# ---- block 1 ----
--- src/rtl/button_gesture_if.sv ---
// Button gesture bus: debounced level in, one-cycle gesture event pulses out.
interface button_gesture_if;
  logic pressed;
  logic click_pulse;
  logic double_pulse;
  logic long_pulse;
  logic repeat_pulse;
  logic busy;

  modport master (
    output pressed,
    input  click_pulse, double_pulse, long_pulse, repeat_pulse, busy
  );

  modport slave (
    input  pressed,
    output click_pulse, double_pulse, long_pulse, repeat_pulse, busy
  );
endinterface

--- src/rtl/button_gesture_decoder.sv ---
// Classifies a debounced button level into click / double / long / repeat pulses.
// Optional auto-repeat while held is enabled by defining GESTURE_REPEAT_EN.
module button_gesture_decoder #(
  parameter int unsigned CLK_HZ           = 16_000_000,
  parameter int unsigned Simulacion       = 0,
  parameter int unsigned LONG_MS          = 800,
  parameter int unsigned DOUBLE_MS        = 300,
  parameter int unsigned REPEAT_MS        = 150,
  parameter int unsigned LONG_TICKS_SIM   = 8,
  parameter int unsigned DOUBLE_TICKS_SIM = 4,
  parameter int unsigned REPEAT_TICKS_SIM = 2
) (
  input  logic              clk,
  input  logic              reset_n,
  button_gesture_if.slave   bus
);

  localparam int unsigned TICKS_PER_MS = CLK_HZ / 1000;
  localparam int unsigned LONG_TICKS   = (Simulacion != 0) ? LONG_TICKS_SIM   : TICKS_PER_MS * LONG_MS;
  localparam int unsigned DOUBLE_TICKS = (Simulacion != 0) ? DOUBLE_TICKS_SIM : TICKS_PER_MS * DOUBLE_MS;
  localparam int unsigned REPEAT_TICKS = (Simulacion != 0) ? REPEAT_TICKS_SIM : TICKS_PER_MS * REPEAT_MS;
  localparam int unsigned MAX_LD       = (LONG_TICKS > DOUBLE_TICKS) ? LONG_TICKS : DOUBLE_TICKS;
  localparam int unsigned MAX_TICKS    = (MAX_LD > REPEAT_TICKS) ? MAX_LD : REPEAT_TICKS;
  localparam int unsigned TIMER_W      = (MAX_TICKS > 1) ? $clog2(MAX_TICKS) : 1;

  typedef enum logic [2:0] {
    S_IDLE   = 3'd0,
    S_PRESS1 = 3'd1,
    S_WAIT2  = 3'd2,
    S_PRESS2 = 3'd3,
    S_HOLD   = 3'd4
  } state_t;

  state_t               r_state, w_state_nxt;
  logic [TIMER_W-1:0]   r_timer, w_timer_nxt;
  logic                 r_p_q;
  logic                 r_click, r_double, r_long, r_repeat, r_busy;
  logic                 w_click, w_double, w_long, w_repeat, w_reload;
  logic                 w_rise, w_fall;

  assign w_rise = bus.pressed & ~r_p_q;
  assign w_fall = ~bus.pressed & r_p_q;

  // State, timer, input history and registered event outputs
  always_ff @(posedge clk or negedge reset_n) begin
    if (!reset_n) begin
      r_state  <= S_IDLE;
      r_timer  <= '0;
      r_p_q    <= 1'b0;
      r_click  <= 1'b0;
      r_double <= 1'b0;
      r_long   <= 1'b0;
      r_repeat <= 1'b0;
      r_busy   <= 1'b0;
    end else begin
      r_state  <= w_state_nxt;
      r_timer  <= w_timer_nxt;
      r_p_q    <= bus.pressed;
      r_click  <= w_click;
      r_double <= w_double;
      r_long   <= w_long;
      r_repeat <= w_repeat;
      r_busy   <= (w_state_nxt != S_IDLE);
    end
  end

  // Edges take priority over timer limits in every state
  always_comb begin
    w_state_nxt = r_state;
    w_click     = 1'b0;
    w_double    = 1'b0;
    w_long      = 1'b0;
    w_repeat    = 1'b0;
    w_reload    = 1'b0;
    case (r_state)
      S_IDLE: begin
        if (w_rise) w_state_nxt = S_PRESS1;
      end
      S_PRESS1: begin
        if (w_fall) begin
          w_state_nxt = S_WAIT2;
        end else if (bus.pressed && r_timer == TIMER_W'(LONG_TICKS - 1)) begin
          w_long      = 1'b1;
          w_state_nxt = S_HOLD;
        end
      end
      S_WAIT2: begin
        if (w_rise) begin
          w_state_nxt = S_PRESS2;
        end else if (r_timer == TIMER_W'(DOUBLE_TICKS - 1)) begin
          w_click     = 1'b1;
          w_state_nxt = S_IDLE;
        end
      end
      S_PRESS2: begin
        if (w_fall) begin
          w_double    = 1'b1;
          w_state_nxt = S_IDLE;
        end
      end
      S_HOLD: begin
        if (w_fall) begin
          w_state_nxt = S_IDLE;
        end
`ifdef GESTURE_REPEAT_EN
        else if (r_timer == TIMER_W'(REPEAT_TICKS - 1)) begin
          w_repeat = 1'b1;
          w_reload = 1'b1;
        end
`endif
      end
      default: w_state_nxt = S_IDLE;
    endcase

    // Timer restarts on any state change or repeat; saturates while parked
    if (w_state_nxt != r_state || w_reload) begin
      w_timer_nxt = '0;
    end else if (r_timer != {TIMER_W{1'b1}}) begin
      w_timer_nxt = r_timer + TIMER_W'(1);
    end else begin
      w_timer_nxt = r_timer;
    end
  end

  assign bus.click_pulse  = r_click;
  assign bus.double_pulse = r_double;
  assign bus.long_pulse   = r_long;
  assign bus.repeat_pulse = r_repeat;
  assign bus.busy         = r_busy;

endmodule

--- src/flat_wrapper.sv ---
// flat-port wrapper written by rule: the top's interface ports become plain ports
module button_gesture_decoder_flat 
#(
  parameter int unsigned CLK_HZ           = 16_000_000,
  parameter int unsigned Simulacion       = 0,
  parameter int unsigned LONG_MS          = 800,
  parameter int unsigned DOUBLE_MS        = 300,
  parameter int unsigned REPEAT_MS        = 150,
  parameter int unsigned LONG_TICKS_SIM   = 8,
  parameter int unsigned DOUBLE_TICKS_SIM = 4,
  parameter int unsigned REPEAT_TICKS_SIM = 2
)
  (clk, reset_n, bus_pressed, bus_click_pulse, bus_double_pulse, bus_long_pulse, bus_repeat_pulse, bus_busy);
  button_gesture_if bus_i ();
  input  logic clk;
  input  logic reset_n;
  input wire logic [$bits(bus_i.pressed)-1:0] bus_pressed;
  output wire logic [$bits(bus_i.click_pulse)-1:0] bus_click_pulse;
  output wire logic [$bits(bus_i.double_pulse)-1:0] bus_double_pulse;
  output wire logic [$bits(bus_i.long_pulse)-1:0] bus_long_pulse;
  output wire logic [$bits(bus_i.repeat_pulse)-1:0] bus_repeat_pulse;
  output wire logic [$bits(bus_i.busy)-1:0] bus_busy;
  assign bus_i.pressed = bus_pressed;
  assign bus_click_pulse = bus_i.click_pulse;
  assign bus_double_pulse = bus_i.double_pulse;
  assign bus_long_pulse = bus_i.long_pulse;
  assign bus_repeat_pulse = bus_i.repeat_pulse;
  assign bus_busy = bus_i.busy;
  button_gesture_decoder #(.CLK_HZ(CLK_HZ), .Simulacion(Simulacion), .LONG_MS(LONG_MS), .DOUBLE_MS(DOUBLE_MS), .REPEAT_MS(REPEAT_MS), .LONG_TICKS_SIM(LONG_TICKS_SIM), .DOUBLE_TICKS_SIM(DOUBLE_TICKS_SIM), .REPEAT_TICKS_SIM(REPEAT_TICKS_SIM)) u_core (.clk(clk), .reset_n(reset_n), .bus(bus_i));
endmodule
--- config.mk ---
export PLATFORM = sky130hd
export DESIGN_NAME = button_gesture_decoder_flat
export DESIGN_NICKNAME = d
export VERILOG_FILES = /design/src/rtl/button_gesture_if.sv /design/src/rtl/button_gesture_decoder.sv /design/src/flat_wrapper.sv
export SDC_FILE = /design/constraint.sdc
export NUM_CORES = 1
export LEC_CHECK = 0
export CAP_MARGIN = 40
export CORE_UTILIZATION = 62
export CTS_BUF_LIST = sky130_fd_sc_hd__clkbuf_8
export DETAILED_ROUTE_END_ITERATION = 8
export GPL_ROUTABILITY_DRIVEN = 0
export PLACE_DENSITY = 0.83
export SLEW_MARGIN = 20
export SYNTH_ARGS = -nofsm -noshare
export SYNTH_HDL_FRONTEND = slang
export SYNTH_SLANG_ARGS = --single-unit
--- constraint.sdc ---
create_clock -name clk -period 2.51 [get_ports clk]
set_input_delay 0.6275 -clock clk [delete_from_list [all_inputs] [get_ports clk]]
set_output_delay 0.6275 -clock clk [all_outputs]
set_load 0.02 [all_outputs]
# ---- block 2 ----
## config.mk

```make
export PLATFORM = sky130hd
export DESIGN_NAME = ifetch_unit
export DESIGN_NICKNAME = d
export VERILOG_FILES = /design/src/rtl/cpu_pkg.sv /design/src/rtl/ifetch_unit.sv
export SDC_FILE = /design/constraint.sdc
export NUM_CORES = 1
export LEC_CHECK = 0
export CORE_MARGIN = 2
export CORE_UTILIZATION = 27
export CTS_CLUSTER_DIAMETER = 200
export CTS_CLUSTER_SIZE = 10
export DETAILED_ROUTE_END_ITERATION = 8
export SLEW_MARGIN = 10
export SYNTH_ARGS = -nofsm -noshare
export SYNTH_HDL_FRONTEND = slang
export SYNTH_SLANG_ARGS = --single-unit
```

## constraint.sdc

```tcl
create_clock -name clk -period 1.69 [get_ports clk]
set_input_delay 0.2535 -clock clk [delete_from_list [all_inputs] [get_ports clk]]
set_output_delay 0.2535 -clock clk [all_outputs]
set_load 0.02 [all_outputs]
```

## src/rtl/cpu_pkg.sv

```systemverilog
// cpu_pkg: shared fetch types, PC constants and the next-PC select used by fetch and decode models
package cpu_pkg;
  localparam int WORD_W = 16;
  typedef enum logic [1:0] {BOOT, FETCH, DRAIN, HOLD} fetch_state_t;
  localparam logic [WORD_W-1:0] PC_INC = 16'd1;
  localparam logic [WORD_W-1:0] PC_RESET = 16'h0000;
  function automatic logic [WORD_W-1:0] next_pc(
    input logic              jump,
    input logic              branch_taken,
    input logic [WORD_W-1:0] jump_target,
    input logic [WORD_W-1:0] pc_branch,
    input logic [WORD_W-1:0] pc_count
  );
    return jump ? jump_target : branch_taken ? pc_branch : pc_count + PC_INC;
  endfunction
endpackage

```

## src/rtl/ifetch_unit.sv

```systemverilog
// ifetch_unit: closes the PC loop, fetches over req/ack and buffers one instruction behind valid/ready
//   pc_count/pc_branch in, pc_next out (PC loads it every edge); imem_req/addr/ack/rdata memory side;
//   instr/instr_valid/instr_ready decoder side; branch_taken/jump/jump_target qualified by consume;
//   flush discards the buffered or in-flight word and refetches at pc_count
module ifetch_unit #(
  parameter int WORD_W = cpu_pkg::WORD_W
) (
  input  logic              clk,
  input  logic              rst,
  input  logic [WORD_W-1:0] pc_count,
  input  logic [WORD_W-1:0] pc_branch,
  output logic [WORD_W-1:0] pc_next,
  output logic              imem_req,
  output logic [WORD_W-1:0] imem_addr,
  input  logic              imem_ack,
  input  logic [WORD_W-1:0] imem_rdata,
  output logic [WORD_W-1:0] instr,
  output logic              instr_valid,
  input  logic              instr_ready,
  input  logic              branch_taken,
  input  logic              jump,
  input  logic [WORD_W-1:0] jump_target,
  input  logic              flush
);
  import cpu_pkg::*;
  fetch_state_t      state_q, state_d;
  logic [WORD_W-1:0] instr_q, instr_d;
  logic              instr_valid_q, instr_valid_d;
  logic              consume;
  always_ff @(posedge clk or posedge rst) begin
    if (rst) begin
      state_q       <= BOOT;
      instr_q       <= '0;
      instr_valid_q <= 1'b0;
    end else begin
      state_q       <= state_d;
      instr_q       <= instr_d;
      instr_valid_q <= instr_valid_d;
    end
  end
  always_comb begin
    state_d       = state_q;
    instr_d       = instr_q;
    instr_valid_d = instr_valid_q;
    imem_req      = (state_q == FETCH) || (state_q == DRAIN);
    imem_addr     = imem_req ? pc_count : '0;
    consume       = (state_q == HOLD) && instr_valid_q && instr_ready && !flush;
    // The PC register loads every edge, so holding it means feeding pc_count straight back.
    pc_next       = (state_q == BOOT) ? PC_RESET
                  : consume ? next_pc(jump, branch_taken, jump_target, pc_branch, pc_count)
                  : pc_count;
    case (state_q)
      BOOT:  state_d = FETCH;
      FETCH: begin
        if (imem_ack && !flush) begin
          instr_d       = imem_rdata;
          instr_valid_d = 1'b1;
          state_d       = HOLD;
        end else if (flush && !imem_ack) begin
          state_d = DRAIN;
        end
      end
      // The abandoned request must still complete; its data is thrown away.
      DRAIN: state_d = imem_ack ? FETCH : DRAIN;
      HOLD: begin
        if (flush || consume) begin
          instr_valid_d = 1'b0;
          state_d       = FETCH;
        end
      end
      default: state_d = BOOT;
    endcase
  end
  assign instr       = instr_q;
  assign instr_valid = instr_valid_q;
endmodule

```

# ---- block 3 ----
File: config.mk
export PLATFORM = sky130hd
export DESIGN_NAME = mixer_phase_ctrl
export DESIGN_NICKNAME = d
export VERILOG_FILES = /design/src/rtl/mixer_phase_ctrl.sv
export SDC_FILE = /design/constraint.sdc
export NUM_CORES = 1
export LEC_CHECK = 0
export ABC_AREA = 1
export CAP_MARGIN = 5
export CORE_MARGIN = 5
export CORE_UTILIZATION = 37
export CTS_BUF_LIST = sky130_fd_sc_hd__clkbuf_16
export CTS_CLUSTER_SIZE = 25
export DETAILED_ROUTE_END_ITERATION = 12
export PLACE_DENSITY = 0.66
export SLEW_MARGIN = 20
export SYNTH_ARGS = -nofsm -noshare
export SYNTH_HDL_FRONTEND = slang
export SYNTH_SLANG_ARGS = --single-unit
File: constraint.sdc
create_clock -name clk -period 3.2 [get_ports clk]
set_input_delay 0.64 -clock clk [delete_from_list [all_inputs] [get_ports clk]]
set_output_delay 0.64 -clock clk [all_outputs]
set_load 0.05 [all_outputs]
File: src/rtl/mixer_phase_ctrl.sv
// mixer_phase_ctrl
// Measurement sequencer for the XOR phase-detector mixer. It drives the
// reference square wave into the mixer, discards a programmable number of
// settle periods, and then integrates the mixer output over a whole number
// of reference periods. The phase difference is xor_count/total_count.
//
// Result handshake (valid/ready): result_valid rises when a measurement
// completes. While it is high, xor_count and total_count are held stable.
// The result is consumed on the first clock edge that sees result_valid=1
// and result_ready=1. After that edge the block is back in IDLE and
// result_valid is low.
module mixer_phase_ctrl #(
    parameter int HALF_W = 16,
    parameter int PER_W  = 8,
    parameter int CNT_W  = HALF_W + PER_W + 1
) (
    input  logic              clk,
    input  logic              rst_n,
    input  logic              start,
    input  logic              abort,
    input  logic [HALF_W-1:0] half_period,
    input  logic [PER_W-1:0]  settle_periods,
    input  logic [PER_W-1:0]  num_periods,
    output logic              ref_pulse,
    input  logic              mixer_out,
    output logic              busy,
    output logic              result_valid,
    input  logic              result_ready,
    output logic [CNT_W-1:0]  xor_count,
    output logic [CNT_W-1:0]  total_count
);

    localparam logic [1:0] ST_IDLE    = 2'd0;
    localparam logic [1:0] ST_SETTLE  = 2'd1;
    localparam logic [1:0] ST_MEASURE = 2'd2;
    localparam logic [1:0] ST_DONE    = 2'd3;

    logic [1:0]        state;
    logic [1:0]        state_nxt;

    // Configuration captured when start is sampled; zero substitutions are
    // already applied, so half_q and num_q are never zero.
    logic [HALF_W-1:0] half_q;
    logic [PER_W-1:0]  settle_q;
    logic [PER_W-1:0]  num_q;

    // Position inside the current reference period (0 .. 2H-1) and the
    // number of completed periods in the current phase (settle or measure).
    logic [HALF_W:0]   phase_q;
    logic [PER_W-1:0]  period_q;

    logic [HALF_W-1:0] half_eff;
    logic [PER_W-1:0]  num_eff;
    logic [HALF_W:0]   phase_last;
    logic              phase_wrap;
    logic [HALF_W:0]   phase_nxt;
    logic              ref_nxt;
    logic              settle_end;
    logic              measure_end;
    logic              start_ok;
    logic              running;
    logic              running_nxt;

    // Zero substitutions on the incoming configuration.
    always_comb begin
        half_eff = (half_period == '0) ? HALF_W'(1) : half_period;
        num_eff  = (num_periods == '0) ? PER_W'(1)  : num_periods;
    end

    // Phase counter arithmetic and end-of-phase detection.
    always_comb begin
        phase_last  = {half_q, 1'b0} - (HALF_W+1)'(1);
        phase_wrap  = (phase_q == phase_last);
        phase_nxt   = phase_wrap ? '0 : phase_q + (HALF_W+1)'(1);
        // High for the first H cycles of each period, low for the next H.
        ref_nxt     = (phase_nxt < {1'b0, half_q});
        settle_end  = phase_wrap && (period_q == settle_q - PER_W'(1));
        measure_end = phase_wrap && (period_q == num_q - PER_W'(1));
        start_ok    = (state == ST_IDLE) && start;
        running     = (state == ST_SETTLE) || (state == ST_MEASURE);
    end

    // Next-state logic; abort outranks the state's own transition.
    always_comb begin
        state_nxt = state;
        case (state)
            ST_IDLE: begin
                if (start) begin
                    state_nxt = (settle_periods != '0) ? ST_SETTLE : ST_MEASURE;
                end
            end
            ST_SETTLE: begin
                if (abort) begin
                    state_nxt = ST_IDLE;
                end else if (settle_end) begin
                    state_nxt = ST_MEASURE;
                end
            end
            ST_MEASURE: begin
                if (abort) begin
                    state_nxt = ST_IDLE;
                end else if (measure_end) begin
                    state_nxt = ST_DONE;
                end
            end
            ST_DONE: begin
                // result_valid is always high in DONE, so ready alone
                // completes the handshake.
                if (result_ready) begin
                    state_nxt = ST_IDLE;
                end
            end
            default: state_nxt = ST_IDLE;
        endcase
        running_nxt = (state_nxt == ST_SETTLE) || (state_nxt == ST_MEASURE);
    end

    // State register.
    always_ff @(posedge clk or negedge rst_n) begin
        if (!rst_n) begin
            state <= ST_IDLE;
        end else begin
            state <= state_nxt;
        end
    end

    // Latch the configuration on an accepted start.
    always_ff @(posedge clk or negedge rst_n) begin
        if (!rst_n) begin
            half_q   <= HALF_W'(1);
            settle_q <= '0;
            num_q    <= PER_W'(1);
        end else if (start_ok) begin
            half_q   <= half_eff;
            settle_q <= settle_periods;
            num_q    <= num_eff;
        end
    end

    // Phase and period counters. The phase counter is not restarted on the
    // SETTLE-to-MEASURE hand-over, so the reference stays phase-continuous;
    // only the period count restarts for the measure window.
    always_ff @(posedge clk or negedge rst_n) begin
        if (!rst_n) begin
            phase_q  <= '0;
            period_q <= '0;
        end else if (start_ok) begin
            phase_q  <= '0;
            period_q <= '0;
        end else if (running) begin
            phase_q <= phase_nxt;
            if ((state == ST_SETTLE) && settle_end) begin
                period_q <= '0;
            end else if (phase_wrap) begin
                period_q <= period_q + PER_W'(1);
            end
        end
    end

    // Reference output, straight from a flop so the mixer input never
    // glitches. The first cycle after start is the start of a high half.
    always_ff @(posedge clk or negedge rst_n) begin
        if (!rst_n) begin
            ref_pulse <= 1'b0;
        end else if (running_nxt) begin
            ref_pulse <= (state == ST_IDLE) ? 1'b1 : ref_nxt;
        end else begin
            ref_pulse <= 1'b0;
        end
    end

    // Accumulators. mixer_out is sampled on the same edge that retires the
    // ref_pulse value which produced it, so every MEASURE cycle pairs the
    // mixer output with its own reference level.
    always_ff @(posedge clk or negedge rst_n) begin
        if (!rst_n) begin
            xor_count   <= '0;
            total_count <= '0;
        end else if (start_ok) begin
            xor_count   <= '0;
            total_count <= '0;
        end else if (state == ST_MEASURE) begin
            total_count <= total_count + CNT_W'(1);
            xor_count   <= xor_count + CNT_W'(mixer_out);
        end
    end

    // Registered status outputs, derived from the state being entered.
    always_ff @(posedge clk or negedge rst_n) begin
        if (!rst_n) begin
            busy         <= 1'b0;
            result_valid <= 1'b0;
        end else begin
            busy         <= (state_nxt != ST_IDLE);
            result_valid <= (state_nxt == ST_DONE);
        end
    end

endmodule

# ---- block 4 ----
### src/rtl/mux21_arbiter.sv
// mux21_arbiter: two-requester round-robin arbiter with burst limit driving a registered 2:1 mux.
module mux21_arbiter #(
    parameter int DATA_W = 8,
    parameter int MAX_BURST = 4
) (
    input  logic              clk,
    input  logic              rst,
    input  logic              req1,
    input  logic              req2,
    input  logic [DATA_W-1:0] D1,
    input  logic [DATA_W-1:0] D2,
    output logic              gnt1,
    output logic              gnt2,
    output logic              S,
    output logic [DATA_W-1:0] Y,
    output logic              Y_valid
);
    typedef enum logic [1:0] {IDLE, G1, G2} state_t;
    localparam logic [3:0] MB = MAX_BURST[3:0];
    state_t state, nxt, other_st;
    logic [3:0] cnt, cnt_nxt;
    logic last2, mine, other, at_max;
    always_ff @(posedge clk) begin
        if (rst) begin
            state <= IDLE;
            cnt <= '0;
            last2 <= 1'b1;
        end else begin
            state <= nxt;
            cnt <= cnt_nxt;
            if (nxt != IDLE && nxt != state) last2 <= (nxt == G2);
        end
    end
    always_comb begin
        mine = (state == G1) ? req1 : req2;
        other = (state == G1) ? req2 : req1;
        other_st = (state == G1) ? G2 : G1;
        at_max = (cnt == MB);
        nxt = (state == IDLE) ? ((req1 && req2) ? (last2 ? G1 : G2) : req1 ? G1 : req2 ? G2 : IDLE)
            : (mine && !at_max) ? state : other ? other_st : mine ? state : IDLE;
        cnt_nxt = (nxt == IDLE) ? 4'd0 : (nxt == state && !at_max) ? cnt + 4'd1 : 4'd1;
    end
    always_comb begin
        gnt1 = (state == G1);
        gnt2 = (state == G2);
        S = (state == G2);
    end
    always_ff @(posedge clk) begin
        if (rst) begin
            Y <= '0;
            Y_valid <= 1'b0;
        end else begin
            if (state != IDLE) Y <= S ? D2 : D1;
            Y_valid <= (state != IDLE);
        end
    end
endmodule

### config.mk
export PLATFORM = sky130hd
export DESIGN_NAME = mux21_arbiter
export DESIGN_NICKNAME = d
export VERILOG_FILES = /design/src/rtl/mux21_arbiter.sv
export SDC_FILE = /design/constraint.sdc
export NUM_CORES = 1
export LEC_CHECK = 0
export CAP_MARGIN = 5
export CORE_ASPECT_RATIO = 1.2
export CORE_MARGIN = 3
export CORE_UTILIZATION = 38
export DETAILED_ROUTE_END_ITERATION = 16
export PLACE_DENSITY = 0.72
export SLEW_MARGIN = 10
export SYNTH_ARGS = -nofsm -noshare
export SYNTH_HDL_FRONTEND = slang
export SYNTH_SLANG_ARGS = --single-unit
### constraint.sdc
create_clock -name clk -period 1.4 [get_ports clk]
set_input_delay 0.28 -clock clk [delete_from_list [all_inputs] [get_ports clk]]
set_output_delay 0.28 -clock clk [all_outputs]
set_load 0.01 [all_outputs]
# ---- block 5 ----
[src/rtl/phy_tx_pkg.sv]
// Shared constants, state encoding and output symbol layout for the PHY TX lane scheduler.
package phy_tx_pkg;

    localparam int unsigned LANES         = 4;
    localparam int unsigned LANE_W        = 9;
    localparam logic [7:0]  IDLE_CHAR_DEF = 8'hBC;

    localparam logic [0:0] ST_SYNC   = 1'b0;
    localparam logic [0:0] ST_ACTIVE = 1'b1;

    typedef struct packed {
        logic [7:0] data;
        logic       k;
        logic       vld;
        logic [1:0] lane;
    } out_sym_t;

endpackage

[src/rtl/rr_arbiter4.sv]
// Four-way round-robin grant: first requester at or above ptr, wrapping modulo 4.
// Purely combinational; one-hot grant plus any_grant.
module rr_arbiter4 (
    input  logic [3:0] req,
    input  logic [1:0] ptr,
    output logic [3:0] grant,
    output logic       any_grant
);

    logic [1:0] idx;

    always_comb begin
        grant     = '0;
        any_grant = 1'b0;
        idx       = '0;
        for (int i = 0; i < 4; i++) begin
            idx = ptr + 2'(i);
            if (!any_grant && req[idx]) begin
                grant[idx] = 1'b1;
                any_grant  = 1'b1;
            end
        end
    end

endmodule

[src/rtl/phy_tx_lane_scheduler.sv]
// Four-lane round-robin TX scheduler; sends SYNC_COUNT commas after reset/resync before data.
// Accepted byte appears one clock after its ready pulse; everything holds while out_ready is low.
module phy_tx_lane_scheduler
    import phy_tx_pkg::*;
#(
    parameter int unsigned SYNC_COUNT = 4,
    parameter logic [7:0]  IDLE_CHAR  = IDLE_CHAR_DEF
) (
    input  logic              clk,
    input  logic              reset,
    input  logic [LANE_W-1:0] paralelo0,
    input  logic [LANE_W-1:0] paralelo1,
    input  logic [LANE_W-1:0] paralelo2,
    input  logic [LANE_W-1:0] paralelo3,
    output logic              ready0,
    output logic              ready1,
    output logic              ready2,
    output logic              ready3,
    input  logic              resync,
    input  logic              out_ready,
    output logic [7:0]        out_data,
    output logic              out_k,
    output logic              out_valid,
    output logic [1:0]        out_lane,
    output logic              active
);

    localparam int unsigned      CNT_W    = $clog2(SYNC_COUNT + 1);
    localparam logic [CNT_W-1:0] CNT_LAST = CNT_W'(SYNC_COUNT - 1);

    logic [0:0]        state_q, state_d;
    logic [CNT_W-1:0]  cnt_q, cnt_d;
    logic [1:0]        ptr_q, ptr_d;
    out_sym_t          out_q, out_d;

    logic [LANE_W-1:0] lane_word [LANES];
    logic [3:0]        req;
    logic [3:0]        grant;
    logic              any_grant;
    logic [1:0]        gnt_idx;
    logic [7:0]        gnt_byte;
    logic [3:0]        rdy;
    out_sym_t          idle_sym;

    assign lane_word[0] = paralelo0;
    assign lane_word[1] = paralelo1;
    assign lane_word[2] = paralelo2;
    assign lane_word[3] = paralelo3;

    always_comb begin
        req      = '0;
        gnt_idx  = '0;
        gnt_byte = '0;
        for (int i = 0; i < LANES; i++) begin
            req[i] = lane_word[i][LANE_W-1];
            if (grant[i]) begin
                gnt_idx  = 2'(i);
                gnt_byte = lane_word[i][7:0];
            end
        end
    end

    rr_arbiter4 u_arb (
        .req       (req),
        .ptr       (ptr_q),
        .grant     (grant),
        .any_grant (any_grant)
    );

    assign idle_sym = '{data: IDLE_CHAR, k: 1'b1, vld: 1'b1, lane: 2'd0};

    always_comb begin
        state_d = state_q;
        cnt_d   = cnt_q;
        ptr_d   = ptr_q;
        out_d   = out_q;
        rdy     = '0;
        // resync wins over everything, including a pending lane grant on the same edge
        if (resync) begin
            state_d = ST_SYNC;
            cnt_d   = '0;
            if (out_ready) begin
                out_d = idle_sym;
            end
        end else if (out_ready) begin
            if (state_q == ST_SYNC) begin
                out_d = idle_sym;
                if (cnt_q == CNT_LAST) begin
                    state_d = ST_ACTIVE;
                    cnt_d   = '0;
                end else begin
                    cnt_d = cnt_q + CNT_W'(1);
                end
            end else if (any_grant) begin
                rdy   = grant;
                out_d = '{data: gnt_byte, k: 1'b0, vld: 1'b1, lane: gnt_idx};
                ptr_d = gnt_idx + 2'd1;
            end else begin
                out_d = idle_sym;
            end
        end
    end

    always_ff @(posedge clk or posedge reset) begin
        if (reset) begin
            state_q <= ST_SYNC;
            cnt_q   <= '0;
            ptr_q   <= '0;
            out_q   <= '0;
        end else begin
            state_q <= state_d;
            cnt_q   <= cnt_d;
            ptr_q   <= ptr_d;
            out_q   <= out_d;
        end
    end

    assign {ready3, ready2, ready1, ready0} = rdy;
    assign out_data  = out_q.data;
    assign out_k     = out_q.k;
    assign out_valid = out_q.vld;
    assign out_lane  = out_q.lane;
    assign active    = (state_q == ST_ACTIVE);

endmodule

[config.mk]
export PLATFORM = sky130hd
export DESIGN_NAME = phy_tx_lane_scheduler
export DESIGN_NICKNAME = d
export VERILOG_FILES = /design/src/rtl/phy_tx_pkg.sv /design/src/rtl/rr_arbiter4.sv /design/src/rtl/phy_tx_lane_scheduler.sv
export SDC_FILE = /design/constraint.sdc
export NUM_CORES = 1
export LEC_CHECK = 0
export ABC_AREA = 0
export CORE_ASPECT_RATIO = 1.2
export CORE_MARGIN = 2
export CORE_UTILIZATION = 43
export CTS_CLUSTER_DIAMETER = 60
export CTS_CLUSTER_SIZE = 12
export DETAILED_ROUTE_END_ITERATION = 8
export PLACE_DENSITY = 0.87
export SLEW_MARGIN = 20
export SYNTH_ARGS = -nofsm -noshare
export SYNTH_HDL_FRONTEND = slang
export SYNTH_SLANG_ARGS = --single-unit
[constraint.sdc]
create_clock -name clk -period 3.24 [get_ports clk]
set_clock_uncertainty 0.15 [all_clocks]
set_input_delay 0.324 -clock clk [delete_from_list [all_inputs] [get_ports clk]]
set_output_delay 0.324 -clock clk [all_outputs]
set_load 0.01 [all_outputs]
block_3/final_clocks.png
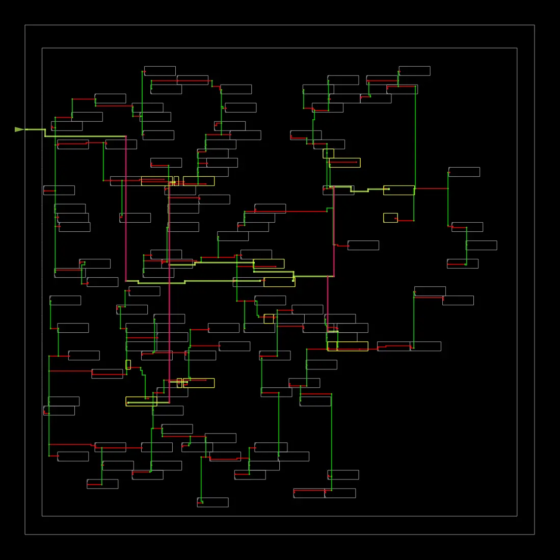
flip-flop and latch count: 112
CTS Sinks: 112
clock skew: 0.00934 ns
CTS buffer count: 9
clock buffer count in the final layout: 9

==> impl_metrics.toml, block 3 <==
# yosys + openroad results
[power]
ir_drop_v = 0.000367
pg_clk_mw = 1.09

[cells_and_area]
final_common_cell = "nand2_1"
clk_share_pct = 2.98

[placed_design]
place.gp.congestion = 0.881
portBuffers = 90

[worst_setup_path]
path_cells = "inv_4 > ha_4 > inv_2 > nand2_2 > nand4_1 > a21oi_1 > nand2_1 > nor2_2 > nand3_2 > nor2_4 > nand2_4 > buf_12 > nand3_2 > inv_1 > ha_4 > nand2_2 > nor2_2 > a211oi_2 > o211ai_1 > inv_1 > nand2_1 > a21oi_2"
cpLargestDelayFamily = "simple AND/OR/NAND/NOR gates"
crit_fanout = 8

[drt]
met2_length_um = 9110
drt-initial-drc-count = 379
top_layer = "met4"

[sta]
layout_setup_ws_ns = 0.117
holdWs_ns = 0.273

[status]
status = "finished clean"
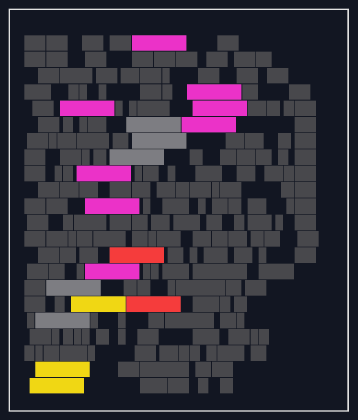
block_5/registers.png
(6 px per um) Other sequential cells in the stronger gray, the rest of the logic in the fainter gray.
Key: yellow = `cnt_q` [sequential cells 3]; red = `ptr_q` [sequential cells 2]; magenta = `out_data` [sequential cells 8]
Sequential Power: 0.234 mW
Util after Layout: 67.2%

==> impl_metrics.toml, block 5 <==
# yosys + openroad results
[placed_design]
dp.cells = 241

[floorplan]
taps = 36

[worst_setup_path]
cp-end-kind = "output pin"
path_cells = "clkdlybuf4s50_1 > mux4_2 > nand3b_1 > a21oi_2 > nor2_1 > nor2_1 > clkdlybuf4s50_1"
cpLargestDelayFamily = "buffers and inverters"

[yosys]
postSynthSeqShare_pct = 32.0
ys_area_um2 = 1410
top_area_share_pct = 32.0

[status]
status = "finished clean"

[power]
p_total_mw = 0.637
power.density_nw_per_um2 = 308
pg_clk_mw = 0.107

[cells_and_area]
nets = 258
n_fill_cell = 262
area_growth_pct = 47.1
regArea_um2 = 450

[drt]
vias = 1426

[global_routing]
met1_usage_pct = 26.4
antenna_found_initial = 0
grt_overflow = 0

[sta]
setup-tns-final_ns = 0
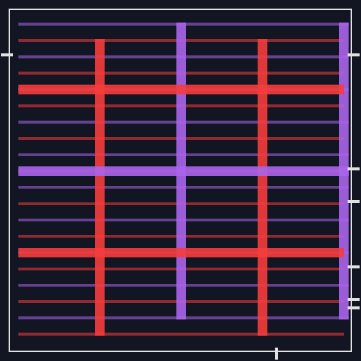
block_1/pdn.png
(6 px per um) Pins as bars on the die edge.
Key: purple = VDD; red = VSS
8 signal pins sit on the boundary. The core has 19 rows. 3 straps on met5.
die width: 56.8 um
maximum VDD drop: 0.000517 V
Die Span Y: 56.8 um
Core Area: 2810 um2

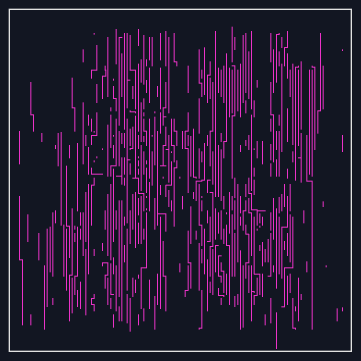
block_1/met2.png
(6 px per um)
The wires run mostly vertical. The layer carries 2,040 um of wire. 190 nets have wire on it. The longest straight run is 27.5 um. The layer holds 48% of the routed length.
met2 Use GR: 47.4%
routed via count: 1,645

==> impl_metrics.toml, block 1 <==
# yosys + openroad results
[status]
status = "finished with violations"
violations = "DRC"

[sta]
maxSlewHeadroom_pct = 60.6
period_used_pct = 89.7
worst_slew_pin_slew_ns = 0.586
finalHoldViolations = 0

[yosys]
common_cells = "dfrtp_1 (32), nor2_1 (25), a21oi_1 (16), nand3_1 (16), nand2_1 (14)"
top_area_share_pct = 43.1
synthArstFlopShare_pct = 100
ys_sh_xor_pct = 7.07
ys_sh_adder_pct = 0.673

[drt]
drc_errors = 2
vias_per_cell = 6.69
wire_per_inst_um = 17.4
ant_nets = 0

[cells_and_area]
final_common_cell = "dfrtp_1"
comb_share_pct = 48.6
layout_top_cells = "dfrtp_1 (32), nor2_1 (25), nand3_1 (16), a21oi_1 (16), nand2_1 (14)"
seq-cell-share_pct = 38.8

[worst_setup_path]
cp-endpoint = "u_core.bus.busy$_DFF_PN0_"

[power]
powerComb_mw = 0.232
p_comb_share_pct = 18.2
power.density_nw_per_um2 = 618

[placed_design]
placed_area_um2 = 1970

[cts]
clockBufferDepth = 2
htree_levels = 2

[global_routing]
top_usage_layer = "met2"
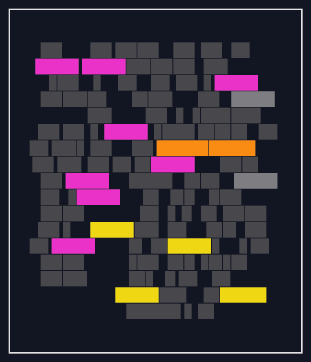
block_4/registers.png
(6 px per um) Other sequential cells in the stronger gray, the rest of the logic in the fainter gray.
Key: magenta = `Y` [sequential cells 8]; orange = `state` [sequential cells 2]; yellow = `cnt` [sequential cells 4, where south]
Another 2 sequential cells are not colored.

==> impl_metrics.toml, block 4 <==
# yosys + openroad results
[hold_path]
hold_depth = 2

[cts]
worstSkewPairLatency_ns = 0.28
post_cts_buffers = 0

[worst_setup_path]
cp-endpoint = "gnt1"
crit_fanout = 3
slowest_stage = "dfxtp_2"

[cells_and_area]
area_growth_pct = 51.9
top_regs = "Y: 8 flops, cnt: 4 flops, state: 2 flops"
clk_share_pct = 1.80
final_cell_area_um2 = 1250

[drt]
met1Wirelength_um = 759
ant_nets = 0
drt_first_pass_iters = 4

[floorplan]
io_pins = 32
taps = 28

[power]
pwr-share-seq_pct = 50.6

[yosys]
synthFlopType = "dfxtp_1"
ys_sh_adder_pct = 3.03
synthArstFlopShare_pct = 0
synthMuxAreaShare_pct = 21.9
synth.most_common_cell = "dfxtp_1"

[global_routing]
met1_usage_pct = 16.6
gr-usage-met3_pct = 3.92

[sta]
worst_slew_pin_slew_ns = 0.247
fmax_mhz = 739
finClkSkew_ns = 0.00136

[status]
status = "finished clean"
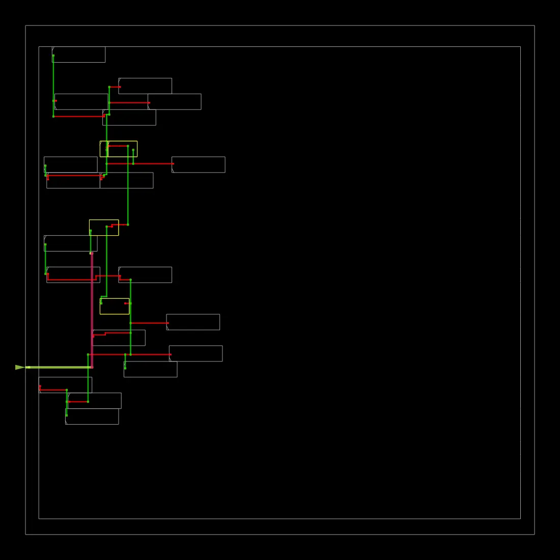
block_2/final_clocks.png
CTS Sinks: 19
flip-flop and latch count: 19
worst skew pair latency: 0.25 ns
CTS buffer count: 3

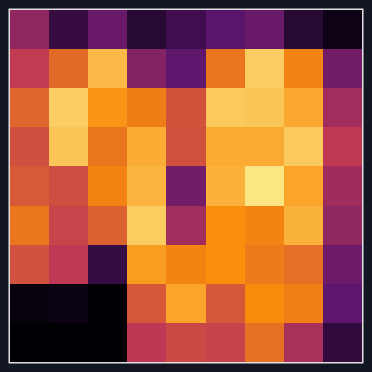
block_2/density.png
(4 px per um) The die is cut into 9 by 9 equal tiles; black is low, pale yellow is high, 0 to 100% covered.
The mean over all tiles is 54%. The fullest tile reaches 95%. The emptiest ninth of the die: south-west. 27% of the tiles are over 75% full. 6.2% of the tiles are nearly empty.

==> impl_metrics.toml, block 2 <==
# yosys + openroad results
[power]
p_leak_nw = 1.83
netSwitchingFraction_pct = 40.9
power.density_nw_per_um2 = 1250

[sta]
setup-tns-final_ns = -9.21
layout_setup_ws_ns = -0.500
finalSetupViolCount = 49

[worst_setup_path]
r2r_start = "state_q[1]$_DFFE_PP0P_"
worst_path_most_repeated_cell = "buf_6"
setup.worst_path.start_class = "flip-flop"
crit_arrival_ns = 1.94

[floorplan]
dieWidth_um = 88.0
die_h_um = 88.0

[yosys]
ys_sh_adder_pct = 3.29
ys_sh_aoi_pct = 23.6
postSynthSeqShare_pct = 25.0
mappedNetlistArea_um2 = 1900

[global_routing]
grt_usage_pct = 20.7
gr-usage-met3_pct = 3.39
grt_max_degree = 17

[drt]
drt-initial-drc-count = 145

[cts]
clockBufferDepth = 2
clock_tree.root_cell = "clkbuf_8"

[cells_and_area]
clk_share_pct = 1.04

[status]
status = "finished with violations"
violations = "setup timing"

[placed_design]
pre_cts_ws_ns = -1.16

# ---- block 6 ----
block_6/pdn.png
(4 px per um) Pins as bars on the die edge.
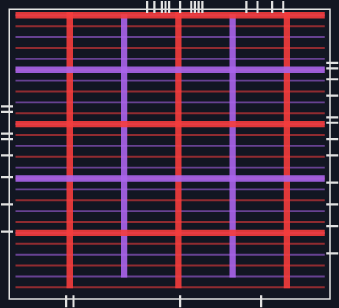

$ cat config.mk
export PLATFORM = sky130hd
export DESIGN_NAME = n_seq_div
export DESIGN_NICKNAME = d
export VERILOG_FILES = /design/src/rtl/n_seq_div.sv
export SDC_FILE = /design/constraint.sdc
export NUM_CORES = 1
export LEC_CHECK = 0
export ABC_AREA = 1
export CAP_MARGIN = 15
export CORE_ASPECT_RATIO = 0.9
export CORE_UTILIZATION = 47
export DETAILED_ROUTE_END_ITERATION = 8
export PLACE_DENSITY = 0.77
export SYNTH_ARGS = -nofsm -noshare
export SYNTH_HDL_FRONTEND = slang
export SYNTH_SLANG_ARGS = --single-unit
$ cat constraint.sdc
create_clock -name clk -period 2.6 [get_ports clk]
set_clock_uncertainty 0.1 [all_clocks]
set_input_delay 0.52 -clock clk [delete_from_list [all_inputs] [get_ports clk]]
set_output_delay 0.52 -clock clk [all_outputs]
set_load 0.01 [all_outputs]
$ cat src/rtl/n_seq_div.sv
// Sequential n-bit unsigned restoring divider with start/busy/done handshake.
// Optional macro DIV_ZERO_DETECT_EN: a zero divisor completes at once with dz set.
module n_seq_div #(
  parameter int n = 8
) (
  input  logic         clk,
  input  logic         rst_n,
  input  logic         start,
  input  logic [n-1:0] a,
  input  logic [n-1:0] b,
  output logic         busy,
  output logic         done,
  output logic [n-1:0] q,
  output logic [n-1:0] r,
  output logic         dz
);

  localparam int CW = (n > 2) ? $clog2(n) : 1;

  typedef enum logic [1:0] {IDLE, RUN, DONE} state_t;

  state_t         state_reg, state_next;
  logic [CW-1:0]  count_reg;
  logic [n:0]     rem_reg;
  logic [n-1:0]   quo_reg;
  logic [n-1:0]   div_reg;

  logic [n+1:0]   rem_shift;
  logic [n+1:0]   diff;
  logic           borrow;
  logic [n:0]     rem_next;
  logic [n-1:0]   quo_next;
  logic           last_iter;
  logic           zero_div;

`ifdef DIV_ZERO_DETECT_EN
  assign zero_div = (b == '0);
`else
  assign zero_div = 1'b0;
`endif

  // Trial subtraction R + ~D + 1, widened by one bit so the top bit is a clean borrow.
  assign rem_shift = {rem_reg, quo_reg[n-1]};
  assign diff      = rem_shift + {2'b11, ~div_reg} + (n+2)'(1);
  assign borrow    = diff[n+1];
  assign rem_next  = borrow ? rem_shift[n:0] : diff[n:0];
  assign quo_next  = {quo_reg[n-2:0], ~borrow};
  assign last_iter = (count_reg == '0);

  always_ff @(posedge clk or negedge rst_n) begin
    if (!rst_n) begin
      state_reg <= IDLE;
    end else begin
      state_reg <= state_next;
    end
  end

  always_comb begin
    state_next = state_reg;
    case (state_reg)
      IDLE: if (start) state_next = zero_div ? DONE : RUN;
      RUN:  if (last_iter) state_next = DONE;
      DONE: state_next = IDLE;
      default: state_next = IDLE;
    endcase
  end

  always_comb begin
    busy = (state_reg == RUN);
    done = (state_reg == DONE);
  end

  always_ff @(posedge clk or negedge rst_n) begin
    if (!rst_n) begin
      count_reg <= '0;
      rem_reg   <= '0;
      quo_reg   <= '0;
      div_reg   <= '0;
      q         <= '0;
      r         <= '0;
    end else begin
      case (state_reg)
        IDLE: begin
          if (start) begin
            quo_reg   <= a;
            div_reg   <= b;
            rem_reg   <= '0;
            count_reg <= CW'(n - 1);
            if (zero_div) begin
              q <= '1;
              r <= a;
            end
          end
        end
        RUN: begin
          rem_reg <= rem_next;
          quo_reg <= quo_next;
          if (last_iter) begin
            q <= quo_next;
            r <= rem_next[n-1:0];
          end else begin
            count_reg <= count_reg - CW'(1);
          end
        end
        default: ;
      endcase
    end
  end

`ifdef DIV_ZERO_DETECT_EN
  always_ff @(posedge clk or negedge rst_n) begin
    if (!rst_n) begin
      dz <= 1'b0;
    end else if (state_reg == IDLE && start) begin
      dz <= zero_div;
    end
  end
`else
  assign dz = 1'b0;
`endif

endmodule
# ---- block 7 ----
### src/rtl/calc_pkg.sv
// Shared types and widths for the calculator command path.
package calc_pkg;

  localparam int unsigned OPW   = 2;
  localparam int unsigned DW    = 4;
  localparam int unsigned RAW   = DW + 1;
  localparam int unsigned CMD_W = OPW + 2 * DW;

  typedef enum logic [1:0] {
    IDLE  = 2'd0,
    ISSUE = 2'd1,
    WAIT  = 2'd2,
    RESP  = 2'd3
  } state_t;

  typedef struct packed {
    logic [OPW-1:0] op;
    logic [DW-1:0]  a;
    logic [DW-1:0]  b;
  } cmd_t;

endpackage

### src/rtl/calc_cmd_fifo.sv
// Synchronous command FIFO; full/empty decoded from the registered occupancy.
module calc_cmd_fifo #(
  parameter int unsigned WIDTH = 8,
  parameter int unsigned DEPTH = 4
) (
  input  logic             clk,
  input  logic             rst_,
  input  logic             push,
  input  logic [WIDTH-1:0] din,
  input  logic             pop,
  output logic [WIDTH-1:0] dout,
  output logic             full,
  output logic             empty
);

  localparam int unsigned AW = (DEPTH > 1) ? $clog2(DEPTH) : 1;
  localparam int unsigned CW = AW + 1;

  logic [WIDTH-1:0] mem [DEPTH];
  logic [AW-1:0]    wr_ptr;
  logic [AW-1:0]    rd_ptr;
  logic [CW-1:0]    count;
  logic             do_push;
  logic             do_pop;

  assign full    = (count == CW'(DEPTH));
  assign empty   = (count == '0);
  assign do_push = push && !full;
  assign do_pop  = pop && !empty;
  assign dout    = mem[rd_ptr];

  // Storage array; contents only matter once written, so no reset.
  always_ff @(posedge clk) begin
    if (do_push) begin
      mem[wr_ptr] <= din;
    end
  end

  // Pointers wrap naturally because DEPTH is a power of two.
  always_ff @(posedge clk or negedge rst_) begin
    if (!rst_) begin
      wr_ptr <= '0;
      rd_ptr <= '0;
      count  <= '0;
    end else begin
      if (do_push) begin
        wr_ptr <= wr_ptr + AW'(1);
      end
      if (do_pop) begin
        rd_ptr <= rd_ptr + AW'(1);
      end
      case ({do_push, do_pop})
        2'b10:   count <= count + CW'(1);
        2'b01:   count <= count - CW'(1);
        default: count <= count;
      endcase
    end
  end

endmodule

### src/rtl/calc_cmd_driver.sv
// Queues host commands, issues them to the calculator one at a time,
// waits a fixed latency and returns the captured results.
module calc_cmd_driver
  import calc_pkg::*;
#(
  parameter int unsigned FIFO_DEPTH  = 4,
  parameter int unsigned WAIT_CYCLES = 4
) (
  input  logic           clk,
  input  logic           rst_,
  input  logic           cmd_valid,
  output logic           cmd_ready,
  input  logic [OPW-1:0] cmd_op,
  input  logic [DW-1:0]  cmd_a,
  input  logic [DW-1:0]  cmd_b,
  output logic           Start,
  output logic [OPW-1:0] SIR,
  output logic [DW-1:0]  SA,
  output logic [DW-1:0]  SB,
  input  logic [DW:0]    resultA,
  input  logic [DW-1:0]  resultB,
  output logic           rsp_valid,
  input  logic           rsp_ready,
  output logic [OPW-1:0] rsp_op,
  output logic [DW:0]    rsp_a,
  output logic [DW-1:0]  rsp_b,
  output logic           busy
);

  localparam int unsigned CNTW = (WAIT_CYCLES > 1) ? $clog2(WAIT_CYCLES) : 1;

  state_t           state;
  state_t           state_d;
  logic [CNTW-1:0]  cnt;
  logic [CNTW-1:0]  cnt_d;

  logic             push;
  logic             pop;
  logic             full;
  logic             empty;
  cmd_t             cmd_in;
  cmd_t             head;
  logic [CMD_W-1:0] fifo_din;
  logic [CMD_W-1:0] fifo_dout;

  logic             start_d;
  logic [OPW-1:0]   sir_d;
  logic [DW-1:0]    sa_d;
  logic [DW-1:0]    sb_d;
  logic             rsp_valid_d;
  logic [OPW-1:0]   rsp_op_d;
  logic [DW:0]      rsp_a_d;
  logic [DW-1:0]    rsp_b_d;
  logic             busy_d;

  assign cmd_ready = !full;
  assign push      = cmd_valid && !full;
  assign cmd_in    = '{op: cmd_op, a: cmd_a, b: cmd_b};
  assign fifo_din  = cmd_in;
  assign head      = cmd_t'(fifo_dout);

  calc_cmd_fifo #(
    .WIDTH (CMD_W),
    .DEPTH (FIFO_DEPTH)
  ) u_fifo (
    .clk   (clk),
    .rst_  (rst_),
    .push  (push),
    .din   (fifo_din),
    .pop   (pop),
    .dout  (fifo_dout),
    .full  (full),
    .empty (empty)
  );

  // State and wait-counter registers.
  always_ff @(posedge clk or negedge rst_) begin
    if (!rst_) begin
      state <= IDLE;
      cnt   <= '0;
    end else begin
      state <= state_d;
      cnt   <= cnt_d;
    end
  end

  // Next-state, pop decision and next values of the registered outputs.
  always_comb begin
    state_d     = state;
    cnt_d       = cnt;
    pop         = 1'b0;
    start_d     = 1'b0;
    sir_d       = SIR;
    sa_d        = SA;
    sb_d        = SB;
    rsp_valid_d = rsp_valid;
    rsp_op_d    = rsp_op;
    rsp_a_d     = rsp_a;
    rsp_b_d     = rsp_b;

    case (state)
      IDLE: begin
        if (!empty) begin
          pop     = 1'b1;
          sir_d   = head.op;
          sa_d    = head.a;
          sb_d    = head.b;
          start_d = 1'b1;
          state_d = ISSUE;
        end
      end
      ISSUE: begin
        cnt_d   = CNTW'(WAIT_CYCLES - 1);
        state_d = WAIT;
      end
      WAIT: begin
        if (cnt == '0) begin
          rsp_valid_d = 1'b1;
          rsp_op_d    = SIR;
          rsp_a_d     = resultA;
          rsp_b_d     = resultB;
          state_d     = RESP;
        end else begin
          cnt_d = cnt - CNTW'(1);
        end
      end
      RESP: begin
        if (rsp_ready) begin
          rsp_valid_d = 1'b0;
          state_d     = IDLE;
        end
      end
      default: state_d = IDLE;
    endcase

    // A pop only happens on the way out of IDLE, so the queue is non-empty
    // after this edge exactly when it already was or a push lands now.
    busy_d = (state_d != IDLE) || !empty || push;
  end

  // Registered calculator drive, response and busy outputs.
  always_ff @(posedge clk or negedge rst_) begin
    if (!rst_) begin
      Start     <= 1'b0;
      SIR       <= '0;
      SA        <= '0;
      SB        <= '0;
      rsp_valid <= 1'b0;
      rsp_op    <= '0;
      rsp_a     <= '0;
      rsp_b     <= '0;
      busy      <= 1'b0;
    end else begin
      Start     <= start_d;
      SIR       <= sir_d;
      SA        <= sa_d;
      SB        <= sb_d;
      rsp_valid <= rsp_valid_d;
      rsp_op    <= rsp_op_d;
      rsp_a     <= rsp_a_d;
      rsp_b     <= rsp_b_d;
      busy      <= busy_d;
    end
  end

endmodule

### config.mk
export PLATFORM = sky130hd
export DESIGN_NAME = calc_cmd_driver
export DESIGN_NICKNAME = d
export VERILOG_FILES = /design/src/rtl/calc_pkg.sv /design/src/rtl/calc_cmd_fifo.sv /design/src/rtl/calc_cmd_driver.sv
export SDC_FILE = /design/constraint.sdc
export NUM_CORES = 1
export LEC_CHECK = 0
export CORE_MARGIN = 2
export CORE_UTILIZATION = 45
export DETAILED_ROUTE_END_ITERATION = 8
export PLACE_DENSITY = 0.69
export SYNTH_ARGS = -nofsm -noshare
export SYNTH_HDL_FRONTEND = slang
export SYNTH_SLANG_ARGS = --single-unit
### constraint.sdc
create_clock -name clk -period 2.46 [get_ports clk]
set_input_delay 0.492 -clock clk [delete_from_list [all_inputs] [get_ports clk]]
set_output_delay 0.492 -clock clk [all_outputs]
set_load 0.01 [all_outputs]

==> gallery <==
Cell area per tile.
image #1
(4 px per um) The die is cut into 8 by 7 equal tiles; black is low, pale yellow is high, 0 to 100% covered.
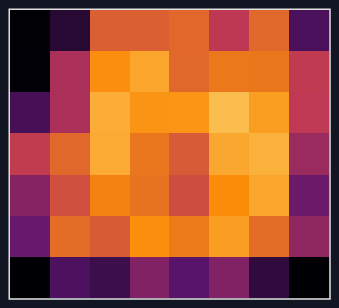
image #2
(4 px per um) The die is cut into 9 by 9 equal tiles; black is low, pale yellow is high, 0 to 100% covered.
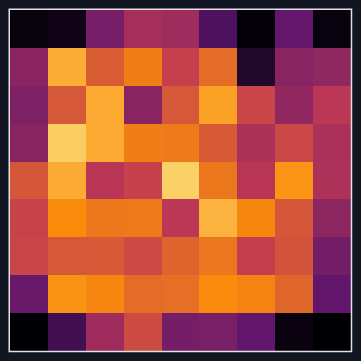
- block 7 = image #2
- block 6 = image #1
The one with the largest die is image #2.

block_6/met2.png
(4 px per um)
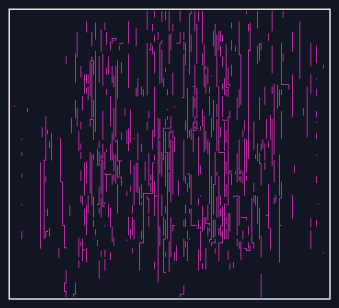
The layer carries 2,150 um of wire. The longest straight run is 41.1 um. The wires run mostly vertical. 287 nets have wire on it. The layer holds 42% of the routed length.
met2 Use GR: 28.4%
routed via count: 2,091

About block_6/pdn.png:
Key: purple = VDD; red = VSS
5 straps on met4. 26 met1 rails follow the rows. The core has 25 rows. 38 signal pins sit on the boundary. 5 straps on met5.

==> impl_metrics.toml, block 6 <==
# yosys + openroad results
[placed_design]
pre_cts_ws_ns = 0.494
portBuffers = 36
placed_area_um2 = 3000

[global_routing]
gr-usage-met3_pct = 3.52

[flow_run]
tool_warnings = 27

[cells_and_area]
regArea_um2 = 1150
drive_gt1_share_pct = 11.7
comb_share_pct = 38.6
nets = 387

[yosys]
top_logic_kind = "simple AND/OR/NAND/NOR gates"
postSynthSeqShare_pct = 44.9

[status]
status = "finished clean"

[floorplan]
initCoreUtil_pct = 48.8
taps = 67

[worst_setup_path]
setup.worst_path.start_class = "flip-flop"
cpLargestDelayFamily = "simple AND/OR/NAND/NOR gates"
startpoint = "rem_reg[3]$_DFFE_PN0P_"
path_buffers = 1
critPathKind = "flip-flop to flip-flop"

[sta]
period_used_pct = 80.5

[drt]
drt_wl_total_um = 5110
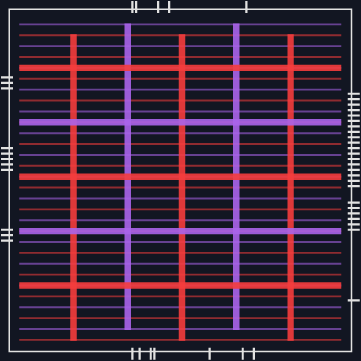
block_7/pdn.png
(4 px per um) Pins as bars on the die edge.
Key: purple = VDD; red = VSS
30 met1 rails follow the rows. The core has 29 rows.

==> impl_metrics.toml, block 7 <==
# yosys + openroad results
[cells_and_area]
largest_register_ffs = 40
clk_share_pct = 5.50
drive_gt1_share_pct = 23.8
seq_cell_count = 75
non_clock_inverter_count = 10

[yosys]
synthFlopType = "edfxtp_1"
mappedNetlistArea_um2 = 2970

[power]
p_clk_share_pct = 20.9

[cts]
cts_sinks = 75
post_cts_buffers = 0
cts_tree = "done"
cts_inserted_buffers = 9

[sta]
finalHoldViolations = 0
maxSlewHeadroom_pct = 60.7
setup-tns-final_ns = 0

[status]
status = "finished clean"

[drt]
wire_per_inst_um = 16.8

[hold_path]
hold_depth = 1

[floorplan]
dieArea_um2 = 7260

[global_routing]
grtUsageMet2_pct = 26.6


==> layout pictures side by side <==
Floorplan with the power grid.
shot_01.png
(6 px per um) Pins as bars on the die edge.
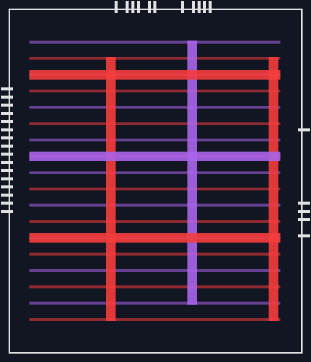
shot_02.png
(4 px per um) Pins as bars on the die edge.
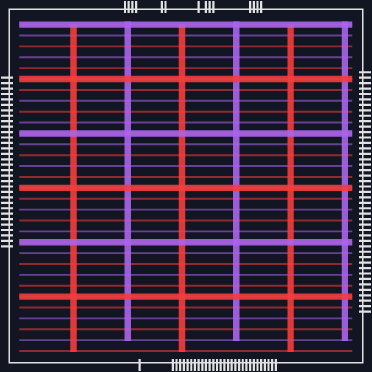
shot_03.png
(2 px per um) Pins as bars on the die edge.
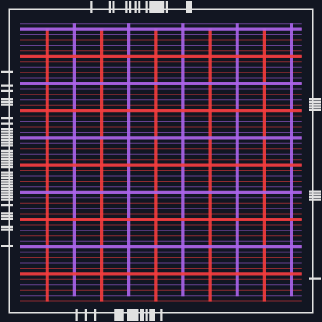
shot_04.png
(6 px per um) Pins as bars on the die edge.
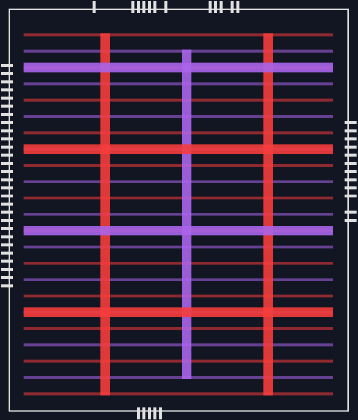
Block 4 is shot_01.png.
Block 3 is shot_03.png.
Block 2 is shot_02.png.
Block 5 is shot_04.png.

Key to shot_03.png:
Key: red = VSS; purple = VDD
10 straps on met5. 52 met1 rails follow the rows. 91 signal pins sit on the boundary.

No activity file was given, so power comes from the tool's default toggle rates.
